=== block 1 ===
**Block 1: placed standard cells**

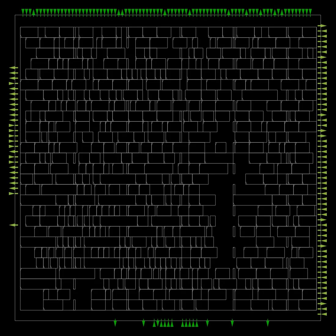
### config.mk
export PLATFORM = sky130hd
export DESIGN_NAME = fifo_wr_arb
export DESIGN_NICKNAME = d
export VERILOG_FILES = /design/src/rtl/fifo_wr_arb.sv
export SDC_FILE = /design/constraint.sdc
export NUM_CORES = 1
export LEC_CHECK = 0
export ABC_AREA = 1
export ABC_CLOCK_PERIOD_IN_PS = 3250
export CAP_MARGIN = 15
export CORE_MARGIN = 1
export CORE_UTILIZATION = 31
export DETAILED_ROUTE_END_ITERATION = 16
export HOLD_SLACK_MARGIN = 0.08
export PLACE_DENSITY = 0.83
export SYNTH_ARGS = -nofsm -noshare
export SYNTH_HDL_FRONTEND = slang
export SYNTH_SLANG_ARGS = --single-unit
### constraint.sdc
create_clock -name clk -period 3.25 [get_ports clk]
set_clock_uncertainty 0.15 [all_clocks]
set_input_delay 0.4875 -clock clk [delete_from_list [all_inputs] [get_ports clk]]
set_output_delay 0.4875 -clock clk [all_outputs]
set_load 0.005 [all_outputs]
### src/rtl/fifo_wr_arb.sv
// Round-robin write arbiter sharing one FIFO write port among NREQ producers.
// A grant is held for a whole packet; MAXBURST forces a release.
module fifo_wr_arb #(
   parameter int NREQ     = 4,
   parameter int WIDTH    = 32,
   parameter int MAXBURST = 16,
   localparam int IDW     = (NREQ > 1) ? $clog2(NREQ) : 1,
   localparam int CW      = $clog2(MAXBURST + 1)
) (
   input  logic                  clk,
   input  logic                  rst,
   input  logic [NREQ-1:0]       req_valid,
   input  logic [NREQ-1:0]       req_last,
   input  logic [NREQ*WIDTH-1:0] req_data,
   output logic [NREQ-1:0]       req_ready,
   input  logic                  fifo_full,
   output logic                  wr_en,
   output logic [WIDTH-1:0]      wdata,
   output logic [IDW-1:0]        grant_id,
   output logic                  busy,
   output logic                  burst_err
);

   typedef enum logic {IDLE, LOCK} state_t;

   state_t           state_q, state_d;
   logic [IDW-1:0]   grantId_q, grantId_d;
   logic [IDW-1:0]   lastId_q, lastId_d;
   logic [CW-1:0]    beatCnt_q, beatCnt_d;
   logic             burstErr_q, burstErr_d;

   logic [IDW-1:0]   candId;
   logic             candValid;
   logic             xfer;
   logic [IDW:0]     scanIdx;
   logic [CW-1:0]    beatNext;
   logic [WIDTH-1:0] reqDataArr [NREQ];

   for (genvar g = 0; g < NREQ; g++) begin : gSplit
      assign reqDataArr[g] = req_data[g*WIDTH +: WIDTH];
   end

   // Scan from the farthest offset down so the requester nearest last_id+1 wins.
   always_comb begin
      candValid = 1'b0;
      candId    = grantId_q;
      scanIdx   = '0;
      if (state_q == LOCK) begin
         candValid = req_valid[grantId_q];
      end else begin
         for (int k = NREQ; k >= 1; k--) begin
            scanIdx = {1'b0, lastId_q} + (IDW+1)'(k);
            if (scanIdx >= (IDW+1)'(NREQ)) begin
               scanIdx = scanIdx - (IDW+1)'(NREQ);
            end
            if (req_valid[scanIdx[IDW-1:0]]) begin
               candValid = 1'b1;
               candId    = scanIdx[IDW-1:0];
            end
         end
      end
   end

   always_comb begin
      req_ready         = '0;
      xfer              = candValid & ~fifo_full & ~rst;
      req_ready[candId] = xfer;
      wr_en             = xfer;
      wdata             = reqDataArr[candId];
   end

   assign beatNext = beatCnt_q + CW'(1);

   always_comb begin
      state_d    = state_q;
      grantId_d  = grantId_q;
      lastId_d   = lastId_q;
      beatCnt_d  = beatCnt_q;
      burstErr_d = burstErr_q;
      case (state_q)
         IDLE: begin
            if (xfer) begin
               grantId_d = candId;
               beatCnt_d = CW'(1);
               if (req_last[candId]) begin
                  lastId_d = candId;
               end else if (MAXBURST == 1) begin
                  // A one-beat budget is exhausted by the first beat itself.
                  lastId_d   = candId;
                  burstErr_d = 1'b1;
               end else begin
                  state_d = LOCK;
               end
            end
         end
         LOCK: begin
            if (xfer) begin
               beatCnt_d = beatNext;
               if (req_last[grantId_q]) begin
                  state_d  = IDLE;
                  lastId_d = grantId_q;
               end else if (beatNext == CW'(MAXBURST)) begin
                  state_d    = IDLE;
                  lastId_d   = grantId_q;
                  burstErr_d = 1'b1;
               end
            end
         end
      endcase
   end

   always_ff @(posedge clk or posedge rst) begin
      if (rst) begin
         state_q    <= IDLE;
         grantId_q  <= '0;
         lastId_q   <= IDW'(NREQ - 1);
         beatCnt_q  <= '0;
         burstErr_q <= 1'b0;
      end else begin
         state_q    <= state_d;
         grantId_q  <= grantId_d;
         lastId_q   <= lastId_d;
         beatCnt_q  <= beatCnt_d;
         burstErr_q <= burstErr_d;
      end
   end

   assign grant_id  = grantId_q;
   assign busy      = (state_q == LOCK);
   assign burst_err = burstErr_q;

endmodule

==> flow_summary.toml <==
# generated from flow reports
[final_layout]
area.growth.synth_to_final_pct = 131
drive_above_1_share = 0.250
top_register = "beatCnt_q"
clock_buffers = 4
finalNetCount = 642
nNonClkBuffers = 230
largest_register_ffs = 5

[run_status]
outcome = "finished with violations"
violations = "setup timing"

[pwr]
p_comb_frac = 0.919
pg_seq_w = 0.000285
power_w = 0.00525
switchingPower_w = 0.00234
maxPowerGroup = "combinational logic"
ir_drop_mv = 0.805

[clocking]
clkLatencyLatePin_ns = 0.24
cts.sinks = 11
ctsHoldBuffers = 0

[synth]
xor_area_frac = 0.00946
top_cell_area_share = 0.245
syn_area_per_cell_um2 = 6.57
yosys.stat.seqShare = 0.150
ys_warn_count = 0
ys_sh_aoi = 0.279
ff_type = "dfrtp_1"
synth.ff_latch_count = 11

[route]
antenna_left = 0
wl_um = 9000
drt_pre_antenna_iters = 4
drc = 0
first_iter_violations = 50

[place]
detailedPlace.worstSlack_ns = -0.278
postPlaceCellArea_mm2 = 0.00386

[final_timing]
setup_ws_ns = -0.0339
tns_ns = -0.159
max_freq_mhz = 305
setup_viol = 9
relSlewSlack = 0.728
hold_slack_ns = 0.334

[setup_path]
worstPathRequired_ns = 2.61

[global_routing]
grt_start_max_net_pins = 27
grt-ovfl-total = 0

[hold_path]
hold_path_class = "flip-flop to flip-flop"
About 'placed standard cells' of block 1:
Final Util: 0.758
tapcells inserted: 72
sequential share of cell area: 0.0650
core box area: 0.00564 mm^2
row count: 27

-- worst paths after layout --
kind | cells after the start | end | start
setup / recovery | 16 | wdata[5] | lastId_q[0]
min in group asynchronous | 2 | busy | rst
hold reg to reg | 1 | burst_err | burst_err
max in group asynchronous | 2 | lastId_q[1] | rst
hold / removal | 1 | burst_err | burst_err
setup reg to reg | 17 | lastId_q[0] | lastId_q[0]
-- repair_timing --
item | CTS | global route
endpoints found under the setup margin | 36 | 35
gates cloned | 1 | 1
pin swaps | 3 | 14
buffers inserted | 5 | 18
gates resized | 22 | 70
-- critical path, stage by stage, from the launching register on --
cell	delay [ns]
dfstp_2	0.63
inv_4	0.08
nand2_2	0.08
nand2_4	0.08
nand2_2	0.09
o21ai_4	0.08
nand3b_1	0.18
nand2_2	0.11
nand2_4	0.09
buf_4	0.16
nor2_4	0.21
buf_4	0.16
buf_6	0.10
buf_4	0.10
nand2_1	0.05
nand4_1	0.09
dlymetal6s2s_1	0.13
-- layer usage --
layer  vias to the layer above  part of all wire  global-route usage
li1                       1419                 -                   -
met4                         0             0.021              0.0600
met5                         -                 0                   0
met2                       121              0.51               0.464
met3                        19             0.078              0.0517
met1                      1320              0.39               0.308

=== block 2 ===
**Block 2: signal wires by layer**

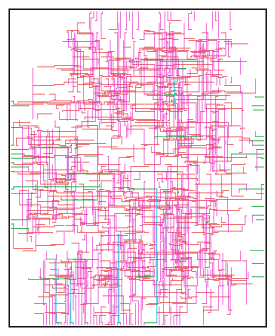
**Block 2: cells coloured by class**

Fill, decap, tap and diode cells in grey.
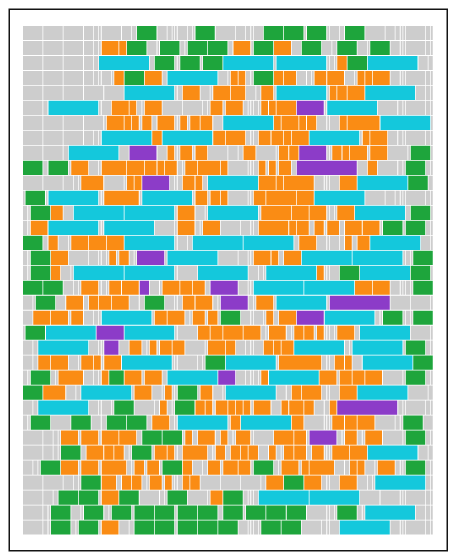
[src/rtl/cpu_types_pkg.sv]
// Shared CPU types: register/word widths, hazard FSM states
// and the pipeline latch control bundle.
package cpu_types_pkg;

   localparam int XLEN      = 32;
   localparam int CNT_W_DEF = 32;

   typedef logic [4:0]      regbits_t;
   typedef logic [XLEN-1:0] word_t;

   typedef enum logic [1:0] {
      ST_RUN,
      ST_DWAIT,
      ST_HALTED
   } hazard_state_t;

   typedef struct packed {
      logic pc_en;
      logic ifid_en;
      logic idex_en;
      logic exmem_en;
      logic memwb_en;
      logic ifid_flush;
      logic idex_flush;
      logic exmem_flush;
   } hazard_ctl_t;

   localparam hazard_ctl_t CTL_STOP = 8'b0000_0000;
   localparam hazard_ctl_t CTL_RUN  = 8'b1111_1000;
   localparam hazard_ctl_t CTL_SQSH = 8'b1111_1111;

endpackage

[src/rtl/load_use_detect.sv]
// Load-use comparator: a load in ID/EX whose rd is read by
// the instruction in ID. x0 never creates a dependency.
module load_use_detect
   import cpu_types_pkg::*;
(
   input  logic     idex_memread,
   input  regbits_t idex_rd,
   input  regbits_t id_rs1,
   input  regbits_t id_rs2,
   input  logic     id_uses_rs2,
   output logic     stall
);

   logic hit_rs1;
   logic hit_rs2;

   assign hit_rs1 = (idex_rd == id_rs1);
   assign hit_rs2 = id_uses_rs2 & (idex_rd == id_rs2);
   assign stall   = idex_memread & (idex_rd != '0)
                  & (hit_rs1 | hit_rs2);

endmodule

[src/rtl/pipeline_hazard_ctrl.sv]
// Stall/flush sequencer for the 5-stage pipeline: FSM,
// priority mux over hazards, saturating perf counters.
module pipeline_hazard_ctrl
   import cpu_types_pkg::*;
#(
   parameter int CNT_W = CNT_W_DEF
) (
   input  logic             CLK,
   input  logic             RST,
   input  logic             ihit,
   input  logic             dhit,
   input  logic             mem_dreq,
   input  logic [4:0]       id_rs1,
   input  logic [4:0]       id_rs2,
   input  logic             id_uses_rs2,
   input  logic             idex_memread,
   input  logic [4:0]       idex_rd,
   input  logic             mem_redirect,
   input  logic             wb_halt,
   output logic             pc_en,
   output logic             ifid_en,
   output logic             idex_en,
   output logic             exmem_en,
   output logic             memwb_en,
   output logic             ifid_flush,
   output logic             idex_flush,
   output logic             exmem_flush,
   output logic             halt,
   output logic [CNT_W-1:0] stall_cnt,
   output logic [CNT_W-1:0] flush_cnt
);

   hazard_state_t    state_q, state_d;
   logic             pend_q, pend_d;
   logic [CNT_W-1:0] stall_q, stall_d;
   logic [CNT_W-1:0] flush_q, flush_d;

   hazard_ctl_t ctl;
   logic        lu_stall;
   logic        run_eval;
   logic        halt_now;
   logic        redir_take;
   logic        stall_inc;

   load_use_detect u_lud (
      .idex_memread (idex_memread),
      .idex_rd      (idex_rd),
      .id_rs1       (id_rs1),
      .id_rs2       (id_rs2),
      .id_uses_rs2  (id_uses_rs2),
      .stall        (lu_stall)
   );

   always_comb begin
      state_d    = state_q;
      pend_d     = pend_q;
      run_eval   = 1'b0;
      halt_now   = 1'b0;
      redir_take = 1'b0;
      ctl        = CTL_STOP;

      unique case (state_q)
         ST_RUN: begin
            if (mem_dreq & ~dhit) begin
               state_d = ST_DWAIT;
               pend_d  = wb_halt;
            end else begin
               run_eval = 1'b1;
               if (wb_halt) begin
                  state_d  = ST_HALTED;
                  halt_now = 1'b1;
               end
            end
         end
         ST_DWAIT: begin
            pend_d = pend_q | wb_halt;
            if (dhit) begin
               run_eval = 1'b1;
               pend_d   = 1'b0;
               if (wb_halt | pend_q) begin
                  state_d  = ST_HALTED;
                  halt_now = 1'b1;
               end else begin
                  state_d = ST_RUN;
               end
            end
         end
         ST_HALTED: begin
            state_d = ST_HALTED;
         end
         default: begin
            state_d = ST_RUN;
         end
      endcase

      // Redirect beats load-use: the dependent ID op is squashed.
      if (run_eval) begin
         if (mem_redirect) begin
            if (ihit) begin
               ctl        = CTL_SQSH;
               redir_take = 1'b1;
            end else begin
               ctl = CTL_STOP;
            end
         end else if (lu_stall) begin
            ctl            = CTL_STOP;
            ctl.idex_en    = 1'b1;
            ctl.idex_flush = 1'b1;
            ctl.exmem_en   = 1'b1;
            ctl.memwb_en   = 1'b1;
         end else if (~ihit) begin
            ctl            = CTL_RUN;
            ctl.pc_en      = 1'b0;
            ctl.ifid_flush = 1'b1;
         end else begin
            ctl = CTL_RUN;
         end
      end
   end

   assign stall_inc = (state_q != ST_HALTED) & ~ctl.pc_en;

   always_comb begin
      stall_d = stall_q;
      flush_d = flush_q;
      if (stall_inc && (stall_q != '1))
         stall_d = stall_q + CNT_W'(1);
      if (redir_take && (flush_q != '1))
         flush_d = flush_q + CNT_W'(1);
   end

   always_ff @(posedge CLK or posedge RST) begin
      if (RST) begin
         state_q <= ST_RUN;
         pend_q  <= 1'b0;
         stall_q <= '0;
         flush_q <= '0;
      end else begin
         state_q <= state_d;
         pend_q  <= pend_d;
         stall_q <= stall_d;
         flush_q <= flush_d;
      end
   end

   assign pc_en       = ctl.pc_en       & ~RST;
   assign ifid_en     = ctl.ifid_en     & ~RST;
   assign idex_en     = ctl.idex_en     & ~RST;
   assign exmem_en    = ctl.exmem_en    & ~RST;
   assign memwb_en    = ctl.memwb_en    & ~RST;
   assign ifid_flush  = ctl.ifid_flush  & ~RST;
   assign idex_flush  = ctl.idex_flush  & ~RST;
   assign exmem_flush = ctl.exmem_flush & ~RST;

   assign halt      = ((state_q == ST_HALTED) | halt_now) & ~RST;
   assign stall_cnt = stall_q;
   assign flush_cnt = flush_q;

endmodule

[config.mk]
export PLATFORM = sky130hd
export DESIGN_NAME = pipeline_hazard_ctrl
export DESIGN_NICKNAME = d
export VERILOG_FILES = /design/src/rtl/cpu_types_pkg.sv /design/src/rtl/load_use_detect.sv /design/src/rtl/pipeline_hazard_ctrl.sv
export SDC_FILE = /design/constraint.sdc
export NUM_CORES = 1
export LEC_CHECK = 0
export CAP_MARGIN = 20
export CORE_ASPECT_RATIO = 1.25
export CORE_MARGIN = 2
export CORE_UTILIZATION = 50
export CTS_BUF_LIST = sky130_fd_sc_hd__clkbuf_8
export DETAILED_ROUTE_END_ITERATION = 12
export PLACE_DENSITY = 0.82
export SYNTH_ARGS = -nofsm -noshare
export SYNTH_HDL_FRONTEND = slang
export SYNTH_HIERARCHICAL = 1
export SYNTH_SLANG_ARGS = --single-unit
[constraint.sdc]
create_clock -name CLK -period 8.4 [get_ports CLK]
set_clock_uncertainty 0.1 [all_clocks]
set_input_delay 2.1 -clock CLK [delete_from_list [all_inputs] [get_ports CLK]]
set_output_delay 2.1 -clock CLK [all_outputs]
set_load 0.1 [all_outputs]
==> flow_summary.toml <==
# generated from flow reports
[pwr]
p_leak_nw = 2.04
power_w = 0.00104

[final_timing]
fin_crit_ns = 7.14
tightest_slew_ns = 1.02
rsz0062_at_grt = "false"
tns_ns = 0
setup_viol = 0
final_max_slew_viol_count = 0

[synth]
xor_area_frac = 0.176
logic_family = "simple AND/OR/NAND/NOR gates"
synth_cell_type_count = 49
syn_nets = 365
ys_area_mm2 = 0.00354
ys_sh_simple = 0.271

[setup_path]
cp.depth = 7
r2r_end = "stall_cnt[1]"
worstSetupPathType = "input port to output pin"
r2r-start = "stall_cnt[0]"
cp.buffers_inverters = 2
cp_max_fo = 3
startpoint = "idex_rd[0]"
startpoint_type = "input port"
cpLargestDelayFamily = "buffers and inverters"
reg2reg_setup_slack_ns = 5.80

[final_layout]
logic_area_mm2 = 0.00177
area.growth.synth_to_final_pct = 36.3
final_cells = 534
layout_top_cells = "clkdlybuf4s50_1, dfrtp_1, xnor2_1"
final_core_util = 0.699
fillers = 560
seqAreaFraction = 0.348
drive_above_1_share = 0.0856
mostFrequentLayoutCell = "clkdlybuf4s50_1"
clock_buffers = 10

[die]
core_area_mm2 = 0.00689
io-pin-count = 97
die_area_mm2 = 0.00776
fp.dieH_um = 98.0

[route]
drt_pre_antenna_iters = 6
drt-met1-wl_um = 3390
first_iter_violations = 144
highest_layer = "met4"
wl_met2_um = 4090

[hold_path]
holdPathStages = 1
hold_start = "stall_cnt[27]"
hold_path_end = "stall_cnt[27]"

[place]
port_buffers = 96
detailedPlace.worstSlack_ns = 1.27
dp_hpwl_um = 5930
gp_congestion = 0.829

[clocking]
cts.clk_slew.worst_paths_ns = 0.07
cts-root-buf = "clkbuf_8"
htreeDepth = 3
clkLatencyLatePin_ns = 0.34

[global_routing]
grt-ovfl-total = 0
first_global_vias = 2810
met2_usage = 0.357
grt_start_max_net_pins = 69
busiest_layer = "met2"
antenna_found_initial = 0
met3_usage = 0.0277

[run_status]
outcome = "finished clean"
## Picture notes: 'signal wires by layer' of block 2
- met2: magenta (wire length 4,090 um)
- met1: red (wire length 3,390 um)
- met4: cyan (wire length 239 um)
- met3: green (wire length 296 um)
average wire per standard cell: 15.0 um
final WL: 8010 um
vias: 2,874
gr usage total: 0.216

## Picture notes: 'cells coloured by class' of block 2
- all other logic: orange (cells 264; share of their area 39%)
- flops: cyan (cells 67; share of their area 36%)
- other buffers and delay cells: green (cells 97; share of their area 21%)
- clock drivers and dummy loads: purple (cells 16; share of their area 5.3%)

[Yosys cell counts, drive strengths merged]
cell type / n / share of area
inv: 9 / 0.0096
nor2b: 1 / 0.0018
nand2: 31 / 0.033
nand2b: 1 / 0.0018
or3: 2 / 0.0035
a21o: 1 / 0.0021
nor4b: 3 / 0.011
xnor2: 40 / 0.099
nor4: 11 / 0.027
xor2: 31 / 0.077
a21oi: 9 / 0.014
a2111oi: 2 / 0.0085
and3: 12 / 0.021
nor2: 20 / 0.022
a211o: 1 / 0.0025
and2: 8 / 0.015
nor3: 12 / 0.024
or4: 3 / 0.0074
or4b: 2 / 0.0057
nand3: 22 / 0.035
clkbuf: 1 / 0.0011
nand4: 21 / 0.037
and4: 8 / 0.020
buf: 7 / 0.013
nand4b: 1 / 0.0025
o211ai: 1 / 0.0035
ha: 2 / 0.0071
o21a: 1 / 0.0021
clkinv: 1 / 0.0014
or2: 2 / 0.0035
o21bai: 1 / 0.0021
dfrtp: 67 / 0.47
mux2: 2 / 0.0064
o21ai: 3 / 0.0053
[power breakdown]
group | switching, W | leakage (nW) | internal (W)
combinational | 0.000248 | 1.02 | 0.0000809
sequential | 0.0000360 | 0.895 | 0.000346
clock | 0.000124 | 0.123 | 0.000206

=== block 3 ===
### config.mk
export PLATFORM = sky130hd
export DESIGN_NAME = main_fsm
export DESIGN_NICKNAME = d
export VERILOG_FILES = /design/src/rtl/processor_pkg.sv /design/src/rtl/alu_decoder.sv /design/src/rtl/main_fsm.sv
export SDC_FILE = /design/constraint.sdc
export NUM_CORES = 1
export LEC_CHECK = 0
export CORE_MARGIN = 1.5
export CORE_UTILIZATION = 30
export CTS_CLUSTER_DIAMETER = 100
export DETAILED_ROUTE_END_ITERATION = 10
export PLACE_DENSITY_LB_ADDON = 0.15
export SLEW_MARGIN = 20
export SYNTH_ARGS = -nofsm -noshare
export SYNTH_HDL_FRONTEND = slang
export SYNTH_HIERARCHICAL = 1
export SYNTH_SLANG_ARGS = --single-unit
export TNS_END_PERCENT = 5
### constraint.sdc
create_clock -name clk_i -period 2.4 [get_ports clk_i]
set_clock_uncertainty 0.15 [all_clocks]
set_input_delay 0.72 -clock clk_i [delete_from_list [all_inputs] [get_ports clk_i]]
set_output_delay 0.72 -clock clk_i [all_outputs]
set_load 0.05 [all_outputs]
### src/rtl/processor_pkg.sv
// -----------------------------------------------------------------------------
// processor_pkg
// Types and constants shared by the multicycle controller and its ALU decoder.
// It holds the controller state enum, the ALU command encoding, the op-field
// constants, the datapath select encodings and the data-processing cmd codes.
// -----------------------------------------------------------------------------
package processor_pkg;

   // Controller states
   typedef enum logic [3:0] {
      S_FETCH    = 4'd0,
      S_DECODE   = 4'd1,
      S_MEMADR   = 4'd2,
      S_MEMREAD  = 4'd3,
      S_MEMWB    = 4'd4,
      S_MEMWRITE = 4'd5,
      S_EXECUTER = 4'd6,
      S_EXECUTEI = 4'd7,
      S_ALUWB    = 4'd8,
      S_BRANCH   = 4'd9
   } main_state_e;

   // ALU command seen by the datapath
   typedef enum logic [1:0] {
      ALU_ADD = 2'b00,
      ALU_SUB = 2'b01,
      ALU_AND = 2'b10,
      ALU_ORR = 2'b11
   } alu_ctrl_e;

   // Instruction op field, bits [27:26]
   localparam logic [1:0] OP_DP  = 2'b00;
   localparam logic [1:0] OP_MEM = 2'b01;
   localparam logic [1:0] OP_BR  = 2'b10;

   // ALU operand B select
   localparam logic [1:0] SRC_B_REG  = 2'b00;
   localparam logic [1:0] SRC_B_IMM  = 2'b01;
   localparam logic [1:0] SRC_B_FOUR = 2'b10;

   // Result bus select
   localparam logic [1:0] RES_ALUOUT = 2'b00;
   localparam logic [1:0] RES_DATA   = 2'b01;
   localparam logic [1:0] RES_ALU    = 2'b10;

   // Data-processing cmd field, funct[4:1]
   localparam logic [3:0] CMD_ADD = 4'b0100;
   localparam logic [3:0] CMD_SUB = 4'b0010;
   localparam logic [3:0] CMD_AND = 4'b0000;
   localparam logic [3:0] CMD_ORR = 4'b1100;

   // Register number of the program counter
   localparam logic [3:0] RD_PC = 4'hF;

   // Register-file read-port source selects derived from the op field:
   // bit 0 selects PC for branches, bit 1 selects Rd for stores.
   function automatic logic [1:0] reg_src_of(input logic [1:0] op);
      return {(op == OP_MEM), (op == OP_BR)};
   endfunction

endpackage

### src/rtl/alu_decoder.sv
// -----------------------------------------------------------------------------
// alu_decoder
// Combinational decode of the data-processing cmd into an ALU command and the
// flag-write enables. When not enabled it requests ADD with no flag writes, so
// address and PC arithmetic in the other controller states is unaffected.
//
// Ports:
//   funct_i        in   6  instruction [25:20]: I bit, cmd[3:0], S bit
//   alu_op_i       in   1  cmd decode enable (execute states only)
//   alu_control_o  out  2  ALU command (ADD/SUB/AND/ORR)
//   flag_write_o   out  2  [1] = N,Z enable, [0] = C,V enable
// -----------------------------------------------------------------------------
module alu_decoder
   import processor_pkg::*;
(
   input  logic [5:0] funct_i,
   input  logic       alu_op_i,
   output logic [1:0] alu_control_o,
   output logic [1:0] flag_write_o
);

   alu_ctrl_e alu_ctrl_s;
   logic      legal_s;
   logic      arith_s;

   // Map the cmd field to an ALU command; unknown cmds fall back to ADD
   always_comb begin
      alu_ctrl_s = ALU_ADD;
      legal_s    = 1'b0;
      if (alu_op_i) begin
         case (funct_i[4:1])
            CMD_ADD: begin alu_ctrl_s = ALU_ADD; legal_s = 1'b1; end
            CMD_SUB: begin alu_ctrl_s = ALU_SUB; legal_s = 1'b1; end
            CMD_AND: begin alu_ctrl_s = ALU_AND; legal_s = 1'b1; end
            CMD_ORR: begin alu_ctrl_s = ALU_ORR; legal_s = 1'b1; end
            default: begin alu_ctrl_s = ALU_ADD; legal_s = 1'b0; end
         endcase
      end else begin
         alu_ctrl_s = ALU_ADD;
         legal_s    = 1'b0;
      end
   end

   // C and V only carry meaning for arithmetic commands
   always_comb begin
      arith_s      = (alu_ctrl_s == ALU_ADD) || (alu_ctrl_s == ALU_SUB);
      flag_write_o = 2'b00;
      if (alu_op_i && legal_s) begin
         flag_write_o = {funct_i[0], funct_i[0] & arith_s};
      end else begin
         flag_write_o = 2'b00;
      end
   end

   assign alu_control_o = alu_ctrl_s;

endmodule

### src/rtl/main_fsm.sv
// -----------------------------------------------------------------------------
// main_fsm
// Multicycle main controller. Walks each instruction through fetch, decode,
// execute, memory and write-back, drives the datapath selects, and raises the
// unconditional write requests that the condition logic later gates.
//
// Ports:
//   clk_i          in   1  clock, rising edge
//   rst_i          in   1  synchronous active-low reset
//   op_i           in   2  instruction [27:26]
//   funct_i        in   6  instruction [25:20]
//   rd_i           in   4  destination register, instruction [15:12]
//   ir_write_o     out  1  instruction register load
//   next_pc_o      out  1  PC <= PC+4
//   adr_src_o      out  1  memory address: 0 = PC, 1 = ALU result
//   alu_src_a_o    out  1  0 = register A, 1 = PC
//   alu_src_b_o    out  2  00 = reg B, 01 = immediate, 10 = constant 4
//   result_src_o   out  2  00 = ALU out reg, 01 = data reg, 10 = ALU result
//   alu_control_o  out  2  ALU command
//   imm_src_o      out  2  immediate extension select (follows op)
//   reg_src_o      out  2  register read-port source selects
//   pcs_o          out  1  PC written by the instruction
//   reg_write_o    out  1  register write request
//   mem_write_o    out  1  memory write request
//   flag_write_o   out  2  flag write enables
// -----------------------------------------------------------------------------
module main_fsm
   import processor_pkg::*;
(
   input  logic       clk_i,
   input  logic       rst_i,
   input  logic [1:0] op_i,
   input  logic [5:0] funct_i,
   input  logic [3:0] rd_i,
   output logic       ir_write_o,
   output logic       next_pc_o,
   output logic       adr_src_o,
   output logic       alu_src_a_o,
   output logic [1:0] alu_src_b_o,
   output logic [1:0] result_src_o,
   output logic [1:0] alu_control_o,
   output logic [1:0] imm_src_o,
   output logic [1:0] reg_src_o,
   output logic       pcs_o,
   output logic       reg_write_o,
   output logic       mem_write_o,
   output logic [1:0] flag_write_o
);

   main_state_e state_q;
   main_state_e state_d;
   main_state_e out_state_s;

   logic ir_write_s;
   logic next_pc_s;
   logic reg_write_s;
   logic mem_write_s;
   logic branch_s;
   logic alu_op_s;
   logic [1:0] flag_write_s;

   // State register with synchronous active-low reset into FETCH
   always_ff @(posedge clk_i) begin
      if (!rst_i) begin
         state_q <= S_FETCH;
      end else begin
         state_q <= state_d;
      end
   end

   // Next-state sequencing
   always_comb begin
      state_d = S_FETCH;
      case (state_q)
         S_FETCH:    state_d = S_DECODE;
         S_DECODE: begin
            case (op_i)
               OP_DP:   state_d = funct_i[5] ? S_EXECUTEI : S_EXECUTER;
               OP_MEM:  state_d = S_MEMADR;
               OP_BR:   state_d = S_BRANCH;
               default: state_d = S_FETCH;   // illegal op: abandon silently
            endcase
         end
         S_MEMADR:   state_d = funct_i[0] ? S_MEMREAD : S_MEMWRITE;
         S_MEMREAD:  state_d = S_MEMWB;
         S_MEMWB:    state_d = S_FETCH;
         S_MEMWRITE: state_d = S_FETCH;
         S_EXECUTER: state_d = S_ALUWB;
         S_EXECUTEI: state_d = S_ALUWB;
         S_ALUWB:    state_d = S_FETCH;
         S_BRANCH:   state_d = S_FETCH;
         default:    state_d = S_FETCH;
      endcase
   end

   // While in reset the selects present their FETCH values regardless of
   // where the state register currently sits.
   assign out_state_s = rst_i ? state_q : S_FETCH;

   // Moore decode of selects and raw write strobes
   always_comb begin
      ir_write_s   = 1'b0;
      next_pc_s    = 1'b0;
      adr_src_o    = 1'b0;
      alu_src_a_o  = 1'b0;
      alu_src_b_o  = SRC_B_REG;
      result_src_o = RES_ALUOUT;
      reg_write_s  = 1'b0;
      mem_write_s  = 1'b0;
      branch_s     = 1'b0;
      alu_op_s     = 1'b0;
      case (out_state_s)
         S_FETCH: begin
            ir_write_s   = 1'b1;
            next_pc_s    = 1'b1;
            alu_src_a_o  = 1'b1;
            alu_src_b_o  = SRC_B_FOUR;
            result_src_o = RES_ALU;
         end
         S_DECODE: begin
            alu_src_a_o  = 1'b1;
            alu_src_b_o  = SRC_B_FOUR;
            result_src_o = RES_ALU;
         end
         S_MEMADR: begin
            alu_src_b_o  = SRC_B_IMM;
         end
         S_MEMREAD: begin
            adr_src_o    = 1'b1;
         end
         S_MEMWB: begin
            result_src_o = RES_DATA;
            reg_write_s  = 1'b1;
         end
         S_MEMWRITE: begin
            adr_src_o    = 1'b1;
            mem_write_s  = 1'b1;
         end
         S_EXECUTER: begin
            alu_op_s     = 1'b1;
         end
         S_EXECUTEI: begin
            alu_src_b_o  = SRC_B_IMM;
            alu_op_s     = 1'b1;
         end
         S_ALUWB: begin
            reg_write_s  = 1'b1;
         end
         S_BRANCH: begin
            alu_src_b_o  = SRC_B_IMM;
            result_src_o = RES_ALU;
            branch_s     = 1'b1;
         end
         default: begin
            alu_src_a_o  = 1'b1;
            alu_src_b_o  = SRC_B_FOUR;
            result_src_o = RES_ALU;
         end
      endcase
   end

   alu_decoder u_alu_decoder (
      .funct_i       (funct_i),
      .alu_op_i      (alu_op_s),
      .alu_control_o (alu_control_o),
      .flag_write_o  (flag_write_s)
   );

   // Strobes are suppressed for the whole reset cycle so an aborted
   // instruction leaves no side effects.
   assign ir_write_o   = rst_i & ir_write_s;
   assign next_pc_o    = rst_i & next_pc_s;
   assign reg_write_o  = rst_i & reg_write_s;
   assign mem_write_o  = rst_i & mem_write_s;
   assign flag_write_o = rst_i ? flag_write_s : 2'b00;
   assign pcs_o        = rst_i & (branch_s | (reg_write_s & (rd_i == RD_PC)));

   assign imm_src_o = op_i;
   assign reg_src_o = reg_src_of(op_i);

endmodule
==> flow_summary.toml <==
# generated from flow reports
[global_routing]
met2_usage = 0.394
grtUsageTotal = 0.206
use_met1 = 0.222

[synth]
ys_sh_mux = 0
ys_warn_count = 6
yosys.stat.seqShare = 0.171
ys_sh_adder = 0

[clocking]
clock_path_buffers = 2
cts.clk_slew.worst_paths_ns = 0.04

[setup_path]
worstPathRequired_ns = 1.53
reg2reg_setup_slack_ns = 0.70

[final_timing]
setup_ws_ns = -0.122
finalHoldViolCount = 0
setup_viol = 8

[run_status]
violations = "setup timing"
outcome = "finished with violations"

[final_layout]
reg_top3 = "state_q x4"

[die]
initCoreUtil = 0.315

[pwr]
swShare = 0.388
powerDensity_mw_per_mm2 = 319

[place]
dp_hpwl_um = 1230

[route]
antenna_left = 0
## cell usage after synthesis, drive strengths merged (2+ instances only)
library cell  count  area, um^2
and2              2        12.5
o21ai             5        25.0
nor3              2        10.0
a21oi             6        33.8
nor3b             2        15.0
or3b              3        26.3
clkbuf            4        15.0
xnor2             2        17.5
nand3b            5        37.5
nor4b             2        17.5
nand2b            4        25.0
buf               3        22.5
nor2b             4        25.0
nor2              9        33.8
dfxtp             4        80.1
nand2             3        11.3
## power groups by stage
stage,sequential (W),combinational (W),clock (W)
after detailed placement,0.0000777,0.000223,0
after global routing,0.0000787,0.000249,0.0000945
after CTS,0.0000769,0.000229,0.0000870
after global placement,0.0000775,0.000220,0
after floorplan,0.0000762,0.000114,0
final,0.0000783,0.000236,0.0000894
## layout make-up
class / instances / area (um^2) / area share
Sequential cell: 4 / 83.8 / 0.0661
Tap cell: 16 / 20.0 / 0.0158
Clock buffer: 3 / 22.5 / 0.0178
Multi-Input combinational cell: 57 / 487 / 0.384
Timing Repair Buffer: 52 / 654 / 0.516
## critical path: stages
cell and delay [ns]:
buf_8 0.08, or3b_4 0.40, nor3_4 0.27, buf_12 0.18
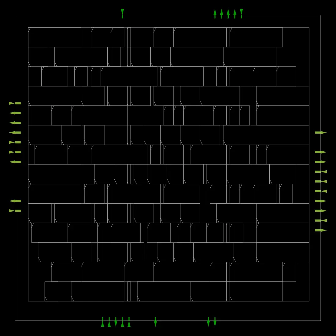
**Above:** block 3 (placed standard cells).
non-filler cells, final: 132
FILL cells: 76
tapcells inserted: 16
Final Util: 0.851

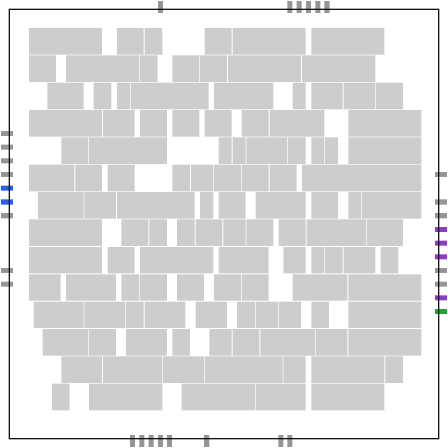
**Above:** block 3 (I/O pins on the die edge).
Pins as bars across the die edge, other pins in grey.
- `alu_src_a_o`: green (pins 1; direction output; edge right)
- `rd_i`: purple (pins 4; direction input; edge right)
- `op_i`: blue (pins 2; direction input; edge left)
- all pins by edge: 10 right, 9 left, 8 bottom, 6 top
I/O Buffers: 32
die height: 42.5 um
Die Wd: 42.5 um



==> screenshots <==
Clock wires, drivers and flops.
picture 1
The bar under the picture is 20 um long.
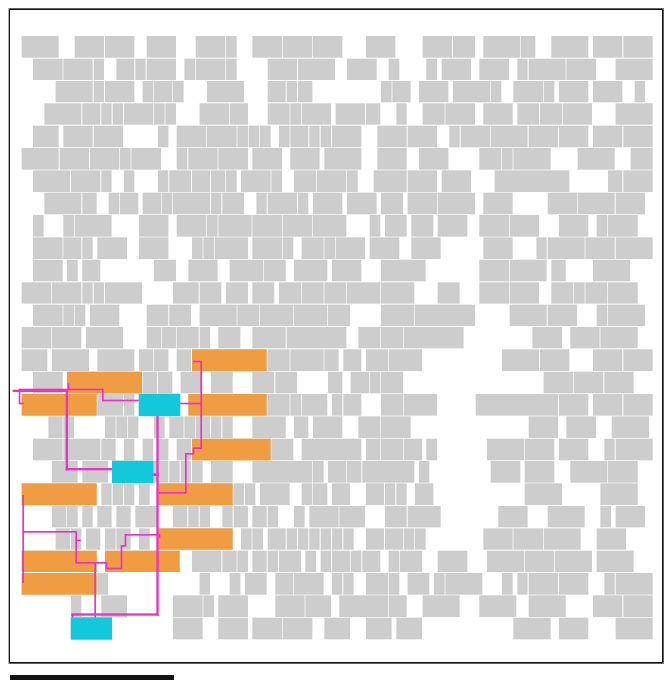
picture 2
The bar under the picture is 10 um long.
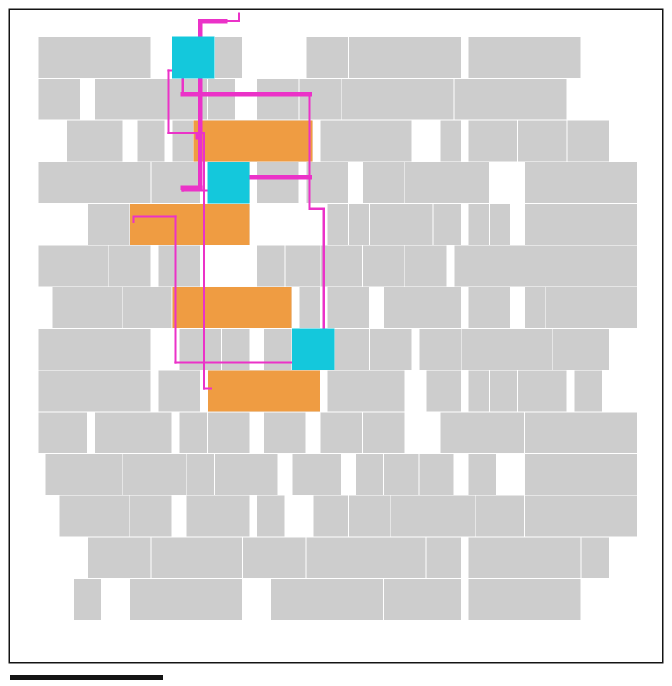
picture 3
The bar under the picture is 20 um long.
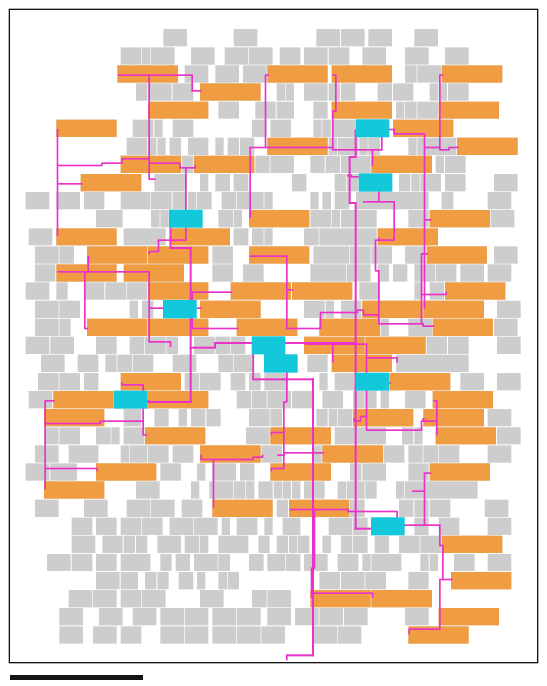
The one with the smallest die is picture 2.
The one with the fewest sequential cells is picture 2.
For block 3, see picture 2.
For block 1, see picture 1.
For block 2, see picture 3.

Key to picture 1:
- cells driving clock nets: cyan (count 3)
- clock wires: magenta (length 161 um)
- flip-flops: orange (count 11)
- flops lie: lower left
- routed clock nets: 4

Power figures rest on the tool's default switching activity, not on a simulated workload.
